==================== design 1
==> design_1/layer_met2.png <==
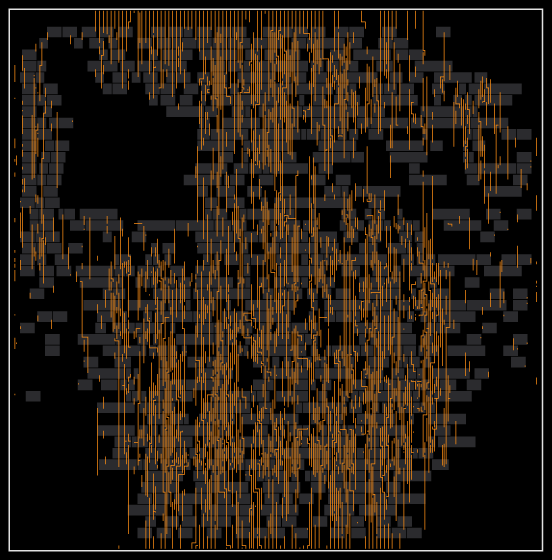

### src/rtl/fetch_stage_pkg.sv
// Shared constants, state encoding and helpers for the instruction-fetch stage.
package fetch_stage_pkg;

    localparam logic [31:0] RESET_PC = 32'h4000_0000;
    localparam logic [31:0] NOP_INST = 32'h0000_0013;

    localparam logic [1:0] PCSEL_PLUS4 = 2'd0;
    localparam logic [1:0] PCSEL_ALU   = 2'd1;

    typedef enum logic [1:0] {
        FETCH_BOOT       = 2'd0,
        FETCH_RUN        = 2'd1,
        FETCH_REDIR_PEND = 2'd2
    } fetch_state_e;

    // Redirect targets are forced onto a word boundary.
    function automatic logic [31:0] align_word(input logic [31:0] a);
        return a & 32'hFFFF_FFFC;
    endfunction

endpackage

### src/rtl/fetch_stage_if.sv
// Control, instruction-memory and decode-side signals of the fetch stage.
interface fetch_stage_if;
    logic        stall;
    logic [1:0]  pc_sel;
    logic [31:0] alu_out;
    logic        inst_kill;
    logic [31:0] imem_dout;
    logic [31:0] imem_addr;
    logic        imem_re;
    logic [31:0] inst;
    logic [31:0] inst_pc;
    logic        inst_valid;
    logic [31:0] fetch_count;

    modport slave (
        input  stall, pc_sel, alu_out, inst_kill, imem_dout,
        output imem_addr, imem_re, inst, inst_pc, inst_valid, fetch_count
    );

    modport master (
        output stall, pc_sel, alu_out, inst_kill, imem_dout,
        input  imem_addr, imem_re, inst, inst_pc, inst_valid, fetch_count
    );
endinterface

### src/rtl/fetch_stage_counter.sv
// 32-bit wrapping event counter with enable; counts instructions accepted downstream.
module fetch_counter (
    input  logic        i_clk,
    input  logic        i_rst_n,
    input  logic        i_en,
    output logic [31:0] o_count
);
    logic [31:0] r_count;

    always_ff @(posedge i_clk or negedge i_rst_n) begin
        if (!i_rst_n)  r_count <= '0;
        else if (i_en) r_count <= r_count + 32'd1;
    end

    assign o_count = r_count;
endmodule

### src/rtl/fetch_stage.sv
// Instruction-fetch stage: owns the PC, drives the sync-read imem, handles
// redirects, stalls (with a pending-redirect slot) and kill bubbles.
module fetch_stage
    import fetch_stage_pkg::*;
(
    input  logic         clk,
    input  logic         reset,
    fetch_stage_if.slave bus
);
    fetch_state_e r_state;
    fetch_state_e w_state_nx;
    logic [31:0]  r_pc;
    logic [31:0]  r_pend;
    logic [31:0]  w_pc_next;
    logic [31:0]  w_pend_nx;
    logic [31:0]  w_target;
    logic         w_redirect;
    logic         w_bubble;
    logic         w_inst_valid;

    assign w_redirect = (bus.pc_sel == PCSEL_ALU);
    assign w_target   = align_word(bus.alu_out);

    always_comb begin
        w_state_nx = r_state;
        w_pc_next  = r_pc + 32'd4;
        w_pend_nx  = r_pend;
        w_bubble   = 1'b1;
        case (r_state)
            FETCH_BOOT: begin
                w_pc_next  = RESET_PC;
                w_state_nx = FETCH_RUN;
            end
            FETCH_RUN: begin
                w_bubble = 1'b0;
                if (w_redirect && !bus.stall) begin
                    w_pc_next = w_target;
                end else if (bus.stall) begin
                    // Re-present the same address so the stalled word stays on imem_dout.
                    w_pc_next = r_pc;
                    if (w_redirect) begin
                        w_pend_nx  = w_target;
                        w_state_nx = FETCH_REDIR_PEND;
                    end
                end
            end
            FETCH_REDIR_PEND: begin
                if (bus.stall) begin
                    w_pc_next = r_pc;
                    if (w_redirect) w_pend_nx = w_target;
                end else begin
                    w_pc_next  = w_redirect ? w_target : r_pend;
                    w_state_nx = FETCH_RUN;
                end
            end
            default: begin
                w_pc_next  = RESET_PC;
                w_state_nx = FETCH_BOOT;
            end
        endcase
        if (bus.inst_kill) w_bubble = 1'b1;
    end

    always_ff @(posedge clk or negedge reset) begin
        if (!reset) begin
            r_state <= FETCH_BOOT;
            r_pc    <= RESET_PC;
            r_pend  <= '0;
        end else begin
            r_state <= w_state_nx;
            r_pc    <= w_pc_next;
            r_pend  <= w_pend_nx;
        end
    end

    assign w_inst_valid   = ~w_bubble;
    assign bus.imem_addr  = w_pc_next;
    assign bus.imem_re    = reset;
    assign bus.inst       = w_bubble ? NOP_INST : bus.imem_dout;
    assign bus.inst_pc    = r_pc;
    assign bus.inst_valid = w_inst_valid;

    fetch_counter u_fetch_counter (
        .i_clk   (clk),
        .i_rst_n (reset),
        .i_en    (w_inst_valid & ~bus.stall),
        .o_count (bus.fetch_count)
    );
endmodule

### src/flat_wrapper.sv
// flat-port wrapper written by rule: the top's interface ports become plain ports
module fetch_stage_flat import fetch_stage_pkg::*;
  (clk, reset, bus_stall, bus_pc_sel, bus_alu_out, bus_inst_kill, bus_imem_dout, bus_imem_addr, bus_imem_re, bus_inst, bus_inst_pc, bus_inst_valid, bus_fetch_count);
  fetch_stage_if bus_i ();
  input  logic clk;
  input  logic reset;
  input wire logic [$bits(bus_i.stall)-1:0] bus_stall;
  input wire logic [$bits(bus_i.pc_sel)-1:0] bus_pc_sel;
  input wire logic [$bits(bus_i.alu_out)-1:0] bus_alu_out;
  input wire logic [$bits(bus_i.inst_kill)-1:0] bus_inst_kill;
  input wire logic [$bits(bus_i.imem_dout)-1:0] bus_imem_dout;
  output wire logic [$bits(bus_i.imem_addr)-1:0] bus_imem_addr;
  output wire logic [$bits(bus_i.imem_re)-1:0] bus_imem_re;
  output wire logic [$bits(bus_i.inst)-1:0] bus_inst;
  output wire logic [$bits(bus_i.inst_pc)-1:0] bus_inst_pc;
  output wire logic [$bits(bus_i.inst_valid)-1:0] bus_inst_valid;
  output wire logic [$bits(bus_i.fetch_count)-1:0] bus_fetch_count;
  assign bus_i.stall = bus_stall;
  assign bus_i.pc_sel = bus_pc_sel;
  assign bus_i.alu_out = bus_alu_out;
  assign bus_i.inst_kill = bus_inst_kill;
  assign bus_i.imem_dout = bus_imem_dout;
  assign bus_imem_addr = bus_i.imem_addr;
  assign bus_imem_re = bus_i.imem_re;
  assign bus_inst = bus_i.inst;
  assign bus_inst_pc = bus_i.inst_pc;
  assign bus_inst_valid = bus_i.inst_valid;
  assign bus_fetch_count = bus_i.fetch_count;
  fetch_stage u_core (.clk(clk), .reset(reset), .bus(bus_i));
endmodule
### config.mk
export PLATFORM = sky130hd
export DESIGN_NAME = fetch_stage_flat
export DESIGN_NICKNAME = d
export VERILOG_FILES = /design/src/rtl/fetch_stage_pkg.sv /design/src/rtl/fetch_stage_if.sv /design/src/rtl/fetch_stage_counter.sv /design/src/rtl/fetch_stage.sv /design/src/flat_wrapper.sv
export SDC_FILE = /design/constraint.sdc
export NUM_CORES = 1
export LEC_CHECK = 0
export ABC_CLOCK_PERIOD_IN_PS = 5700
export CAP_MARGIN = 20
export CORE_AREA = 2 2 125 127
export DETAILED_ROUTE_END_ITERATION = 7
export DIE_AREA = 0 0 127 129
export HOLD_SLACK_MARGIN = 0.05
export PLACE_DENSITY = 0.8
export SYNTH_ARGS = -nofsm -noshare
export SYNTH_HDL_FRONTEND = slang
export SYNTH_SLANG_ARGS = --single-unit
### constraint.sdc
create_clock -name clk -period 5.7 [get_ports clk]
set_input_delay 0.57 -clock clk [delete_from_list [all_inputs] [get_ports clk]]
set_output_delay 0.57 -clock clk [all_outputs]
set_load 0.005 [all_outputs]
==================== design 2
==> config.mk <==
export PLATFORM = sky130hd
export DESIGN_NAME = label_overlay_renderer
export DESIGN_NICKNAME = d
export VERILOG_FILES = /design/src/rtl/label_overlay_renderer.sv
export SDC_FILE = /design/constraint.sdc
export NUM_CORES = 1
export LEC_CHECK = 0
export ABC_AREA = 1
export CORE_UTILIZATION = 42
export CTS_CLUSTER_SIZE = 8
export DETAILED_ROUTE_END_ITERATION = 8
export PLACE_DENSITY_LB_ADDON = 0.25
export SYNTH_ARGS = -nofsm -noshare
export SYNTH_HDL_FRONTEND = slang
export SYNTH_SLANG_ARGS = --single-unit
==> constraint.sdc <==
create_clock -name Clk -period 3.3 [get_ports Clk]
set_input_delay 0.33 -clock Clk [delete_from_list [all_inputs] [get_ports Clk]]
set_output_delay 0.33 -clock Clk [all_outputs]
set_load 0.03 [all_outputs]
==> src/rtl/label_overlay_renderer.sv <==
// VGA text-label overlay: N_LABELS glyph-ROM labels in one row, 3-edge DrawX->RGB pipeline.
// Define LABEL_CURSOR_EN to build the blinking cursor highlight and sel_next/frame_start handling.
module label_overlay_renderer #(
   parameter int N_LABELS     = 4,
   parameter int LABEL_W      = 120,
   parameter int LABEL_H      = 13,
   parameter int X_START      = 20,
   parameter int X_PITCH      = 150,
   parameter int ROW_Y        = 240,
   parameter int BLINK_FRAMES = 30
) (
   input  logic                                            Clk,
   input  logic                                            reset,
   input  logic                                            frame_start,
   input  logic [9:0]                                      DrawX,
   input  logic [9:0]                                      DrawY,
   input  logic [N_LABELS-1:0]                             active,
   input  logic                                            sel_next,
   output logic [$clog2(N_LABELS)+$clog2(LABEL_H)-1:0]     rom_addr,
   input  logic [LABEL_W-1:0]                              rom_data,
   output logic [$clog2(N_LABELS)-1:0]                     sel_index,
   output logic [7:0]                                      VGA_R,
   output logic [7:0]                                      VGA_G,
   output logic [7:0]                                      VGA_B
);
   localparam int IW = $clog2(N_LABELS);
   localparam int RW = $clog2(LABEL_H);
   localparam int CW = $clog2(LABEL_W);

   int dx, dy;
   assign dx = int'(DrawX);
   assign dy = int'(DrawY);

   logic          hit_d;
   logic [IW-1:0] idx_d;
   logic [CW-1:0] col_d;
   logic [RW-1:0] row_d;

   always_comb begin
      hit_d = 1'b0;
      idx_d = '0;
      col_d = '0;
      row_d = RW'(dy - ROW_Y);
      if (dy >= ROW_Y && dy < ROW_Y + LABEL_H) begin
         for (int i = 0; i < N_LABELS; i++) begin
            if (dx >= X_START + i*X_PITCH && dx < X_START + i*X_PITCH + LABEL_W) begin
               hit_d = 1'b1;
               idx_d = IW'(i);
               col_d = CW'(dx - X_START - i*X_PITCH);
            end
         end
      end
   end

   logic [IW+RW-1:0] rom_addr_q;
   logic             hit0_q, hit1_q, pix1_q, act1_q;
   logic [IW-1:0]    idx0_q, idx1_q;
   logic [CW-1:0]    col0_q, pix_sel;
   logic [23:0]      rgb_q, rgb_d;
   logic             cursor_hl;

   // Leftmost pixel is the ROM word's MSB.
   assign pix_sel = CW'(LABEL_W-1) - col0_q;

   always_ff @(posedge Clk) begin
      if (reset) begin
         rom_addr_q <= '0;
         hit0_q     <= 1'b0;
         idx0_q     <= '0;
         col0_q     <= '0;
         hit1_q     <= 1'b0;
         pix1_q     <= 1'b0;
         idx1_q     <= '0;
         act1_q     <= 1'b0;
         rgb_q      <= '0;
      end else begin
         hit0_q <= hit_d;
         if (hit_d) begin
            rom_addr_q <= {idx_d, row_d};
            idx0_q     <= idx_d;
            col0_q     <= col_d;
         end
         hit1_q <= hit0_q;
         pix1_q <= rom_data[pix_sel];
         idx1_q <= idx0_q;
         act1_q <= active[idx0_q];
         rgb_q  <= rgb_d;
      end
   end

   always_comb begin
      rgb_d = 24'h000000;
      if (hit1_q) begin
         if (pix1_q && act1_q)  rgb_d = 24'h00FF00;
         else if (pix1_q)       rgb_d = 24'hFFFFFF;
         else if (cursor_hl)    rgb_d = 24'h404000;
      end
   end

`ifdef LABEL_CURSOR_EN
   localparam int BW = $clog2(BLINK_FRAMES + 1);

   logic [IW-1:0] sel_q, sel_d;
   logic [BW-1:0] blink_cnt_q, blink_cnt_d;
   logic          blink_phase_q, blink_phase_d;

   always_comb begin
      sel_d         = sel_q;
      blink_cnt_d   = blink_cnt_q;
      blink_phase_d = blink_phase_q;
      if (sel_next)
         sel_d = (sel_q == IW'(N_LABELS-1)) ? '0 : sel_q + 1'b1;
      if (frame_start) begin
         if (blink_cnt_q == BW'(BLINK_FRAMES-1)) begin
            blink_cnt_d   = '0;
            blink_phase_d = ~blink_phase_q;
         end else begin
            blink_cnt_d = blink_cnt_q + 1'b1;
         end
      end
   end

   always_ff @(posedge Clk) begin
      if (reset) begin
         sel_q         <= '0;
         blink_cnt_q   <= '0;
         blink_phase_q <= 1'b0;
      end else begin
         sel_q         <= sel_d;
         blink_cnt_q   <= blink_cnt_d;
         blink_phase_q <= blink_phase_d;
      end
   end

   assign cursor_hl = blink_phase_q && (idx1_q == sel_q);
   assign sel_index = sel_q;
`else
   logic unused_cursor_inputs;
   assign unused_cursor_inputs = ^{sel_next, frame_start};
   assign cursor_hl = 1'b0;
   assign sel_index = '0;
`endif

   assign rom_addr = rom_addr_q;
   assign VGA_R    = rgb_q[23:16];
   assign VGA_G    = rgb_q[15:8];
   assign VGA_B    = rgb_q[7:0];
endmodule

==================== design 3
### src/rtl/mips_cpu_definitions.sv
// Shared MIPS CPU types: instruction fields, CPU control state and the
// multiply/divide unit's operation and FSM encodings.
package mips_cpu_definitions;

    typedef enum logic [5:0] {
        OPC_SPECIAL = 6'h00,
        OPC_J       = 6'h02,
        OPC_JAL     = 6'h03,
        OPC_BEQ     = 6'h04,
        OPC_BNE     = 6'h05,
        OPC_ADDIU   = 6'h09,
        OPC_LW      = 6'h23,
        OPC_SW      = 6'h2b
    } opcode_t;

    typedef enum logic [5:0] {
        FN_SLL   = 6'h00,
        FN_JR    = 6'h08,
        FN_MFHI  = 6'h10,
        FN_MTHI  = 6'h11,
        FN_MFLO  = 6'h12,
        FN_MTLO  = 6'h13,
        FN_MULT  = 6'h18,
        FN_MULTU = 6'h19,
        FN_DIV   = 6'h1a,
        FN_DIVU  = 6'h1b,
        FN_ADDU  = 6'h21,
        FN_SUBU  = 6'h23
    } function_t;

    typedef enum logic [2:0] {
        ST_FETCH,
        ST_DECODE,
        ST_EXEC,
        ST_MEM,
        ST_WRITEBACK,
        ST_HALTED
    } state_t;

    typedef enum logic [2:0] {
        OP_NOP   = 3'd0,
        OP_MULT  = 3'd1,
        OP_MULTU = 3'd2,
        OP_DIV   = 3'd3,
        OP_DIVU  = 3'd4,
        OP_MTHI  = 3'd5,
        OP_MTLO  = 3'd6
    } muldiv_op_t;

    typedef enum logic [1:0] {
        S_IDLE  = 2'd0,
        S_MUL   = 2'd1,
        S_DIV   = 2'd2,
        S_FIXUP = 2'd3
    } muldiv_state_t;

endpackage

### src/rtl/mips_cpu_muldiv_core.sv
// Unsigned iteration datapath: one radix-2 shift-add or restoring-divide step
// per clock on magnitudes, plus the iteration counter.
module mips_cpu_muldiv_core #(
    parameter int WIDTH = 32
) (
    input  logic             clk,
    input  logic             reset,
    input  logic             load_i,
    input  logic             div_i,
    input  logic             step_i,
    input  logic [WIDTH-1:0] a_i,
    input  logic [WIDTH-1:0] b_i,
    output logic [WIDTH-1:0] hi_o,
    output logic [WIDTH-1:0] lo_o,
    output logic             last_o
);

    localparam int CW = $clog2(WIDTH);

    logic [WIDTH-1:0] acc_q, acc_d;
    logic [WIDTH-1:0] q_q, q_d;
    logic [WIDTH-1:0] m_q;
    logic [CW-1:0]    cnt_q;
    logic             div_q;
    logic [WIDTH:0]   sum;
    logic [WIDTH:0]   shifted;
    logic [WIDTH:0]   diff;

    // Multiply: {acc,q} shifts right, q[0] gates the add. Divide: {acc,q}
    // shifts left and diff[WIDTH] is the borrow of the trial subtraction.
    always_comb begin
        acc_d   = acc_q;
        q_d     = q_q;
        sum     = {1'b0, acc_q} + ({(WIDTH+1){q_q[0]}} & {1'b0, m_q});
        shifted = {acc_q, q_q[WIDTH-1]};
        diff    = shifted - {1'b0, m_q};
        if (div_q) begin
            if (!diff[WIDTH]) begin
                acc_d = diff[WIDTH-1:0];
                q_d   = {q_q[WIDTH-2:0], 1'b1};
            end else begin
                acc_d = shifted[WIDTH-1:0];
                q_d   = {q_q[WIDTH-2:0], 1'b0};
            end
        end else begin
            acc_d = sum[WIDTH:1];
            q_d   = {sum[0], q_q[WIDTH-1:1]};
        end
    end

    always_ff @(posedge clk or negedge reset) begin
        if (!reset) begin
            acc_q <= '0;
            q_q   <= '0;
            m_q   <= '0;
            cnt_q <= '0;
            div_q <= 1'b0;
        end else if (load_i) begin
            acc_q <= '0;
            q_q   <= a_i;
            m_q   <= b_i;
            cnt_q <= '0;
            div_q <= div_i;
        end else if (step_i) begin
            acc_q <= acc_d;
            q_q   <= q_d;
            cnt_q <= cnt_q + CW'(1);
        end
    end

    assign hi_o   = acc_q;
    assign lo_o   = q_q;
    assign last_o = (cnt_q == CW'(WIDTH - 1));

endmodule

### src/rtl/mips_cpu_muldiv.sv
// MIPS HI/LO multiply-divide unit: fixed-latency sign-magnitude MULT/DIV
// around an unsigned iterative core, plus direct MTHI/MTLO writes.
module mips_cpu_muldiv
    import mips_cpu_definitions::*;
#(
    parameter int WIDTH = 32
) (
    input  logic             clk,
    input  logic             reset,
    input  logic             start,
    input  muldiv_op_t       op,
    input  logic [WIDTH-1:0] a,
    input  logic [WIDTH-1:0] b,
    output logic             busy,
    output logic             done,
    output logic             div_by_zero,
    output logic [WIDTH-1:0] hi,
    output logic [WIDTH-1:0] lo,
    output muldiv_state_t    dbg_state_o
);

    muldiv_state_t    state_q;
    logic             busy_q, done_q, dbz_q;
    logic [WIDTH-1:0] hi_q, lo_q;
    logic             neg_q, neg_rem_q, div_q, dz_q;

    logic             op_signed, op_div, op_iter, start_iter;
    logic [WIDTH-1:0] a_mag, b_mag;
    logic [WIDTH-1:0] core_hi, core_lo;
    logic             core_last;
    logic [2*WIDTH-1:0] prod, prod_fix;
    logic [WIDTH-1:0] quo_fix, rem_fix;

    assign op_signed  = (op == OP_MULT) || (op == OP_DIV);
    assign op_div     = (op == OP_DIV) || (op == OP_DIVU);
    assign op_iter    = op_div || (op == OP_MULT) || (op == OP_MULTU);
    assign start_iter = start && (state_q == S_IDLE) && op_iter;
    assign a_mag      = (op_signed && a[WIDTH-1]) ? -a : a;
    assign b_mag      = (op_signed && b[WIDTH-1]) ? -b : b;

    mips_cpu_muldiv_core #(.WIDTH(WIDTH)) u_core (
        .clk    (clk),
        .reset  (reset),
        .load_i (start_iter),
        .div_i  (op_div),
        .step_i ((state_q == S_MUL) || (state_q == S_DIV)),
        .a_i    (a_mag),
        .b_i    (b_mag),
        .hi_o   (core_hi),
        .lo_o   (core_lo),
        .last_o (core_last)
    );

    // Divide by zero: the core leaves |a| as remainder, so the dividend-sign
    // correction restores the original a; only the quotient is forced.
    assign prod     = {core_hi, core_lo};
    assign prod_fix = neg_q ? -prod : prod;
    assign quo_fix  = dz_q ? '1 : (neg_q ? -core_lo : core_lo);
    assign rem_fix  = neg_rem_q ? -core_hi : core_hi;

    always_ff @(posedge clk or negedge reset) begin
        if (!reset) begin
            state_q   <= S_IDLE;
            busy_q    <= 1'b0;
            done_q    <= 1'b0;
            dbz_q     <= 1'b0;
            hi_q      <= '0;
            lo_q      <= '0;
            neg_q     <= 1'b0;
            neg_rem_q <= 1'b0;
            div_q     <= 1'b0;
            dz_q      <= 1'b0;
        end else begin
            done_q <= 1'b0;
            dbz_q  <= 1'b0;
            case (state_q)
                S_IDLE: begin
                    if (start_iter) begin
                        state_q   <= op_div ? S_DIV : S_MUL;
                        busy_q    <= 1'b1;
                        neg_q     <= op_signed && (a[WIDTH-1] ^ b[WIDTH-1]);
                        neg_rem_q <= op_signed && a[WIDTH-1];
                        div_q     <= op_div;
                        dz_q      <= op_div && (b == '0);
                    end else if (start && op == OP_MTHI) begin
                        hi_q <= a;
                    end else if (start && op == OP_MTLO) begin
                        lo_q <= a;
                    end
                end
                S_MUL, S_DIV: begin
                    if (core_last) state_q <= S_FIXUP;
                end
                S_FIXUP: begin
                    if (div_q) begin
                        hi_q <= rem_fix;
                        lo_q <= quo_fix;
                    end else begin
                        hi_q <= prod_fix[2*WIDTH-1:WIDTH];
                        lo_q <= prod_fix[WIDTH-1:0];
                    end
                    done_q  <= 1'b1;
                    dbz_q   <= dz_q;
                    busy_q  <= 1'b0;
                    state_q <= S_IDLE;
                end
                default: state_q <= S_IDLE;
            endcase
        end
    end

    assign busy        = busy_q;
    assign done        = done_q;
    assign div_by_zero = dbz_q;
    assign hi          = hi_q;
    assign lo          = lo_q;
    assign dbg_state_o = state_q;

endmodule

### config.mk
export PLATFORM = sky130hd
export DESIGN_NAME = mips_cpu_muldiv
export DESIGN_NICKNAME = d
export VERILOG_FILES = /design/src/rtl/mips_cpu_definitions.sv /design/src/rtl/mips_cpu_muldiv_core.sv /design/src/rtl/mips_cpu_muldiv.sv
export SDC_FILE = /design/constraint.sdc
export NUM_CORES = 1
export LEC_CHECK = 0
export CORE_AREA = 5 5 274 223
export DETAILED_ROUTE_END_ITERATION = 8
export DIE_AREA = 0 0 279 228
export HOLD_SLACK_MARGIN = 0.03
export PLACE_DENSITY = 0.44
export SLEW_MARGIN = 20
export SYNTH_ARGS = -nofsm -noshare
export SYNTH_HDL_FRONTEND = slang
export SYNTH_SLANG_ARGS = --single-unit
export TNS_END_PERCENT = 20
### constraint.sdc
create_clock -name clk -period 4.65 [get_ports clk]
set_clock_uncertainty 0.1 [all_clocks]
set_input_delay 0.465 -clock clk [delete_from_list [all_inputs] [get_ports clk]]
set_output_delay 0.465 -clock clk [all_outputs]
set_load 0.02 [all_outputs]

==> notes/layouts.md <==
Pictures saved along the way, in no particular order.

M3 wires.
image #1
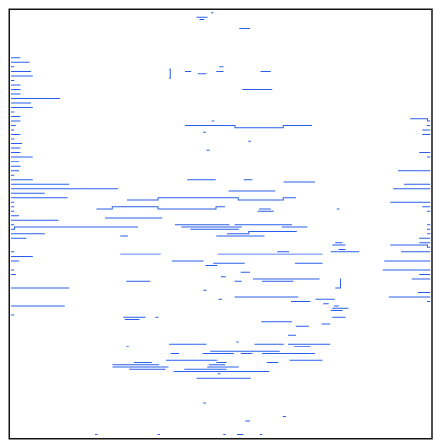
image #2
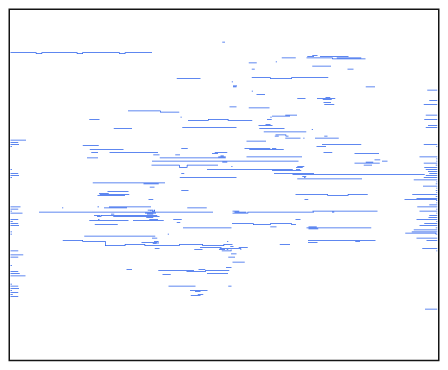
image #3
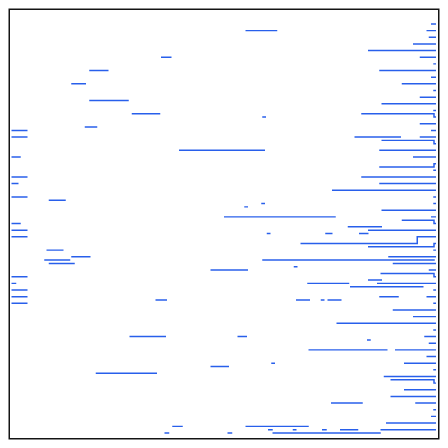
Image #2 comes from design 3.
Image #3 comes from design 2.
Image #1 comes from design 1.

==> design_1/layer_met4.png <==
Supply wires on this layer in grey.
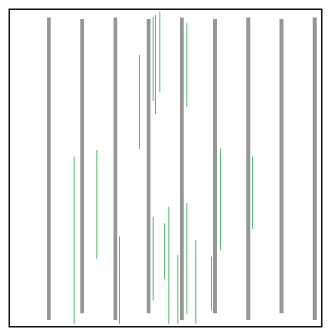
wire length on this layer = 630 um
main direction = vertical
longest straight run = 68.0 um
share of all routed wire = 3.5%

## Picture notes: design_1/layer_met2.png
nets with wire on the layer = 752
share of all routed wire = 47%
main direction = vertical
longest straight run = 48.7 um
wire length on this layer = 8550 um

==> run notes, design 1 <==
### Route
* 625 — count of routing violations after the opening detailed-route iteration
* 17.8 um — routed len/inst

### Clocking
* 98 — Num Clock Sinks
* 2 — maximum number of buffers from clock root to sink
* 0.36 ns — Insertion Delay late pin

### Final timing
* 0.234 GHz — maximum clock frequency

### Yosys
* sky130_fd_sc_hd__dfrtp_1 — leading cell type by number of instances after synthesis
* 5910 um2 — post-synthesis instance area
* sky130_fd_sc_hd__dfrtp_1 — Yosys top cell by area
* 0 — number of enable-type register cells in the synthesized netlist

### Floorplanning
* 188 — Well-Tap Cells

### Layout
* 55.4% — utilization after layout
* 3230 um2 — total area of multi-input combinational cells
* sky130_fd_sc_hd__clkdlybuf4s50_1 — most common cell after layout, fill and taps aside
* combinational gates — Area-dominant class
* 497 — combinational gates
* 38.9% — proportion of cell area occupied by multi-input gates

### Min path
* input port to asynchronous set/reset pin — kind of path behind the tightest hold check

### Setup path
* 0.76 ns — delay of the slowest cell on the worst path
* bus_imem_addr[28] — end of the critical path
* u_core.u_fetch_counter.o_count[31] — endpoint of the worst register-to-register path

### Run status
* complete, no violations — result of the run

### Power and ir drop
* 296 nW/um2 — power per standard cell area

==> design 1: where the power goes <==
part | switching (mW) | internal (mW) | leakage [nW] | total, mW
clock network | 0.271 | 0.364 | 0.145 | 0.635
registers | 0.125 | 0.844 | 1.29 | 0.969
logic | 0.433 | 0.418 | 1.80 | 0.851
==> design 1: flip-flops by register name, summed over array words and instances (netlist names) <==
signal	count
u_core.bus.inst_pc	32
u_core.r_state	2
u_core.u_fetch_counter.o_count	32
u_core.r_pend	32
==> design 1: layer usage <==
| metal | part of all wire (%) | GRT usage, % | vias to the layer above |
|---|---|---|---|
| met5 | 0 | 0 | - |
| met1 | 43 | 29.1 | 2772 |
| met2 | 47 | 35.2 | 254 |
| met3 | 6.7 | 3.66 | 37 |
| met4 | 3.5 | 11.2 | 0 |
| li1 | - | - | 2657 |
==> design 1: cells by family (layout without fill, tap and decap cells) <==
group | Yosys count | in the layout | share of synthesized area, %
and+or+nand+nor | 245 | 245 | 23.2
AOI/OAI and AO/OA | 159 | 159 | 15.9
DFF | 98 | 98 | 41.5
xor gates and xnor gates | 55 | 55 | 8.15
buffers and inverters | 55 | 232 | 3.89
muxes | 32 | 32 | 6.08
adders and majority gates | 6 | 6 | 1.27
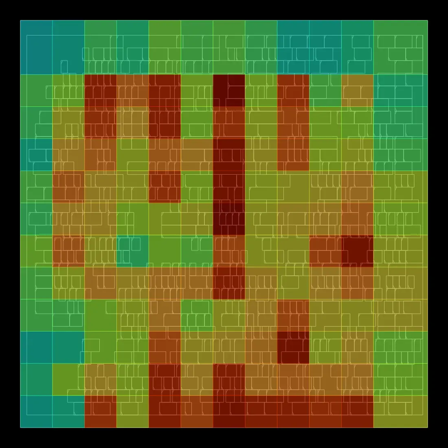
(design_2/congestion.png)
met2 layer usage reported by global route: 51.0%
utilization after layout: 67.3%
routed len/inst: 13.8 um

==> run notes, design 2 <==
### Clocking
* 2 — maximum number of buffers from clock root to sink
* 0.26 ns — Insertion Delay late pin

### Layout
* combinational gates — Area-dominant class
* 6.69% — fraction of final layout cells with drive strength greater than 1
* 8.17% — flip-flop and latch share of the layout cell area
* 38.1% — non-clock buffer share of cell area

### Placement
* 4630 um2 — placed inst area
* 780 — instance count after placement with tap cells included

### Run status
* complete, no violations — result of the run

### Flow run
* 0 — number of max-cap violations
* 35 — tally of OpenROAD warnings

### Final timing
* 0.427 GHz — maximum clock frequency
* 2.34 ns — shortest clock period the worst path allows after layout

### GRT
* 0 — antenna violations before repair

### Yosys
* sky130_fd_sc_hd__nor2_1 15%, sky130_fd_sc_hd__nand2_1 13%, sky130_fd_sc_hd__dfxtp_1 12% — Largest cells by area
* 14.8% — proportion of netlist area held by the largest area contributor
* 556 — ys cells
* 20.0% — AO/OA Area Share

### Route
* 0 — drc violations
* 120 — count of routing violations after the opening detailed-route iteration

### Power and ir drop
* 0.786 mW — post-route total power
* 0.000138 V — Worst IR Drop VDD

### Floorplanning
* 96 — Well-Tap Cells
* 44.2% — core utilization before placement

==> design 2: worst paths after layout <==
| path | start | endpoint | cells past startpoint |
|---|---|---|---|
| max | DrawX[3] | col0_q[1] | 15 |
| min reg2reg | act1_q | rgb_q[22] | 1 |
| max reg2reg | col0_q[3] | pix1_q | 10 |
| min | act1_q | rgb_q[22] | 1 |
==> design 2: stage by stage <==
step	hold WS, ns	util (%)	worst slack [ns]
final	0.398	67.3	0.956
after global routing	0.416	67.3	0.669
after CTS	0.403	67.3	0.987
after detailed placement	0.392	66.6	0.720
after global placement	0.386	66.6	0.781
after floorplan	0.373	-	1.61
==> design 2: power breakdown <==
group	internal (mW)	switching, mW
logic	0.221	0.168
clock network	0.0859	0.0762
registers	0.233	0.00197
total	0.540	0.246
==> design 2: routing by layer <==
metal | GRT usage, % | up-vias | wire length (um) | share of wire, %
met2 | 51.0 | 146 | 5350 | 49
met1 | 31.6 | 1788 | 4390 | 41
met5 | 0 | - | 0 | 0
met3 | 4.45 | 33 | 713 | 6.6
met4 | 11.9 | 0 | 367 | 3.4
li1 | - | 2036 | - | -
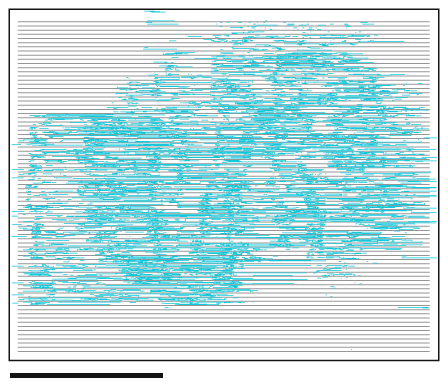
(design_3/layer_met1.png)
The bar under the picture is 100 um long. Supply wires on this layer in grey.
share of all routed wire = 51%
main direction = horizontal

==> run notes, design 3 <==
### Layout
* 19 — clkbuf count
* 25.2% — flip-flop and latch share of the layout cell area
* 6300 — fill count
* 2026 — fin nets
* 3.68% — Clock Network Area Fraction
* 21.4% — area added between synthesis and finish

### Yosys
* 70 — number of library cell types mapped by synthesis
* 30.6% — Synth Seq Share
* sky130_fd_sc_hd__dfrtp_1 — Yosys top cell by area
* 0 — warnings from Yosys
* 100% — Async S/R FF share, synth
* 6.57% — adder and majority gate portion of the synthesized area
* 30.6% — proportion of netlist area held by the largest area contributor
* 214 x sky130_fd_sc_hd__o21ai_0, 212 x sky130_fd_sc_hd__nand2_1, 175 x sky130_fd_sc_hd__dfrtp_1, 128 x sky130_fd_sc_hd__nor2_1, 108 x sky130_fd_sc_hd__xnor2_1 — most used standard cells in the synthesized netlist

### Power and ir drop
* 7.22 nW — Leak Pwr

### Final timing
* 0 — final slew viol count

### Route
* 20.5 um — routed len/inst
* 1230 — count of routing violations after the opening detailed-route iteration
* 54700 um — total length of routed wires
* 0 — remaining antenna violation count after routing

### Placement
* 138 — Buffers on Ports

### Floorplanning
* 79 — Row Count
* 63600 um2 — Chip Footprint
* 139 — I/O pin total
* 24.8% — core utilization before placement

### Setup path
* 4.92 ns — required time worst endpoint
* flop to flop — worst setup path class
* sky130_fd_sc_hd__nor2_4 — cell with the largest stage delay on the worst path

### Clocking
* 2 — maximum number of buffers from clock root to sink

### Run status
* complete, no violations — result of the run

==> design 3: stage by stage <==
step	std cells	hold WS [ns]	utilization (%)	setup slack [ns]	total power, mW
global route	2664	0.398	30.1	0.299	15.8
global placement	2630	0.362	28.9	0.635	13.0
CTS	2662	0.0868	30.0	0.563	14.7
detailed placement	2630	0.371	28.9	0.600	13.0
floorplan	1777	0.0694	-	1.13	9.73
finish	2664	0.378	30.1	0.560	14.7
==> design 3: where the power goes <==
part | internal [mW] | total, mW | leakage (nW) | switching, mW
sequential | 2.29 | 3.15 | 2.14 | 0.862
combinational | 4.00 | 9.88 | 4.77 | 5.88
clock | 0.884 | 1.63 | 0.308 | 0.747
==> design 3: repair_timing <==
item                                   in CTS  in global routing
endpoints found under the hold margin       0                 45
hold buffers                                0                  1
gates resized                               0                  0
setup endpoints to repair                   0                  0
==> design 3: registers in the layout (all words and copies together), names as in the netlist <==
register,cells
dbg_state_o,2
lo,32
u_core.lo_o,32
u_core.div_q,1
done,1
u_core.cnt_q,5
u_core.m_q,32
neg_rem_q,1
div_by_zero,1
neg_q,1
div_q,1
hi,32
dz_q,1
busy,1
u_core.hi_o,32

Power and IR drop assume default switching activity.
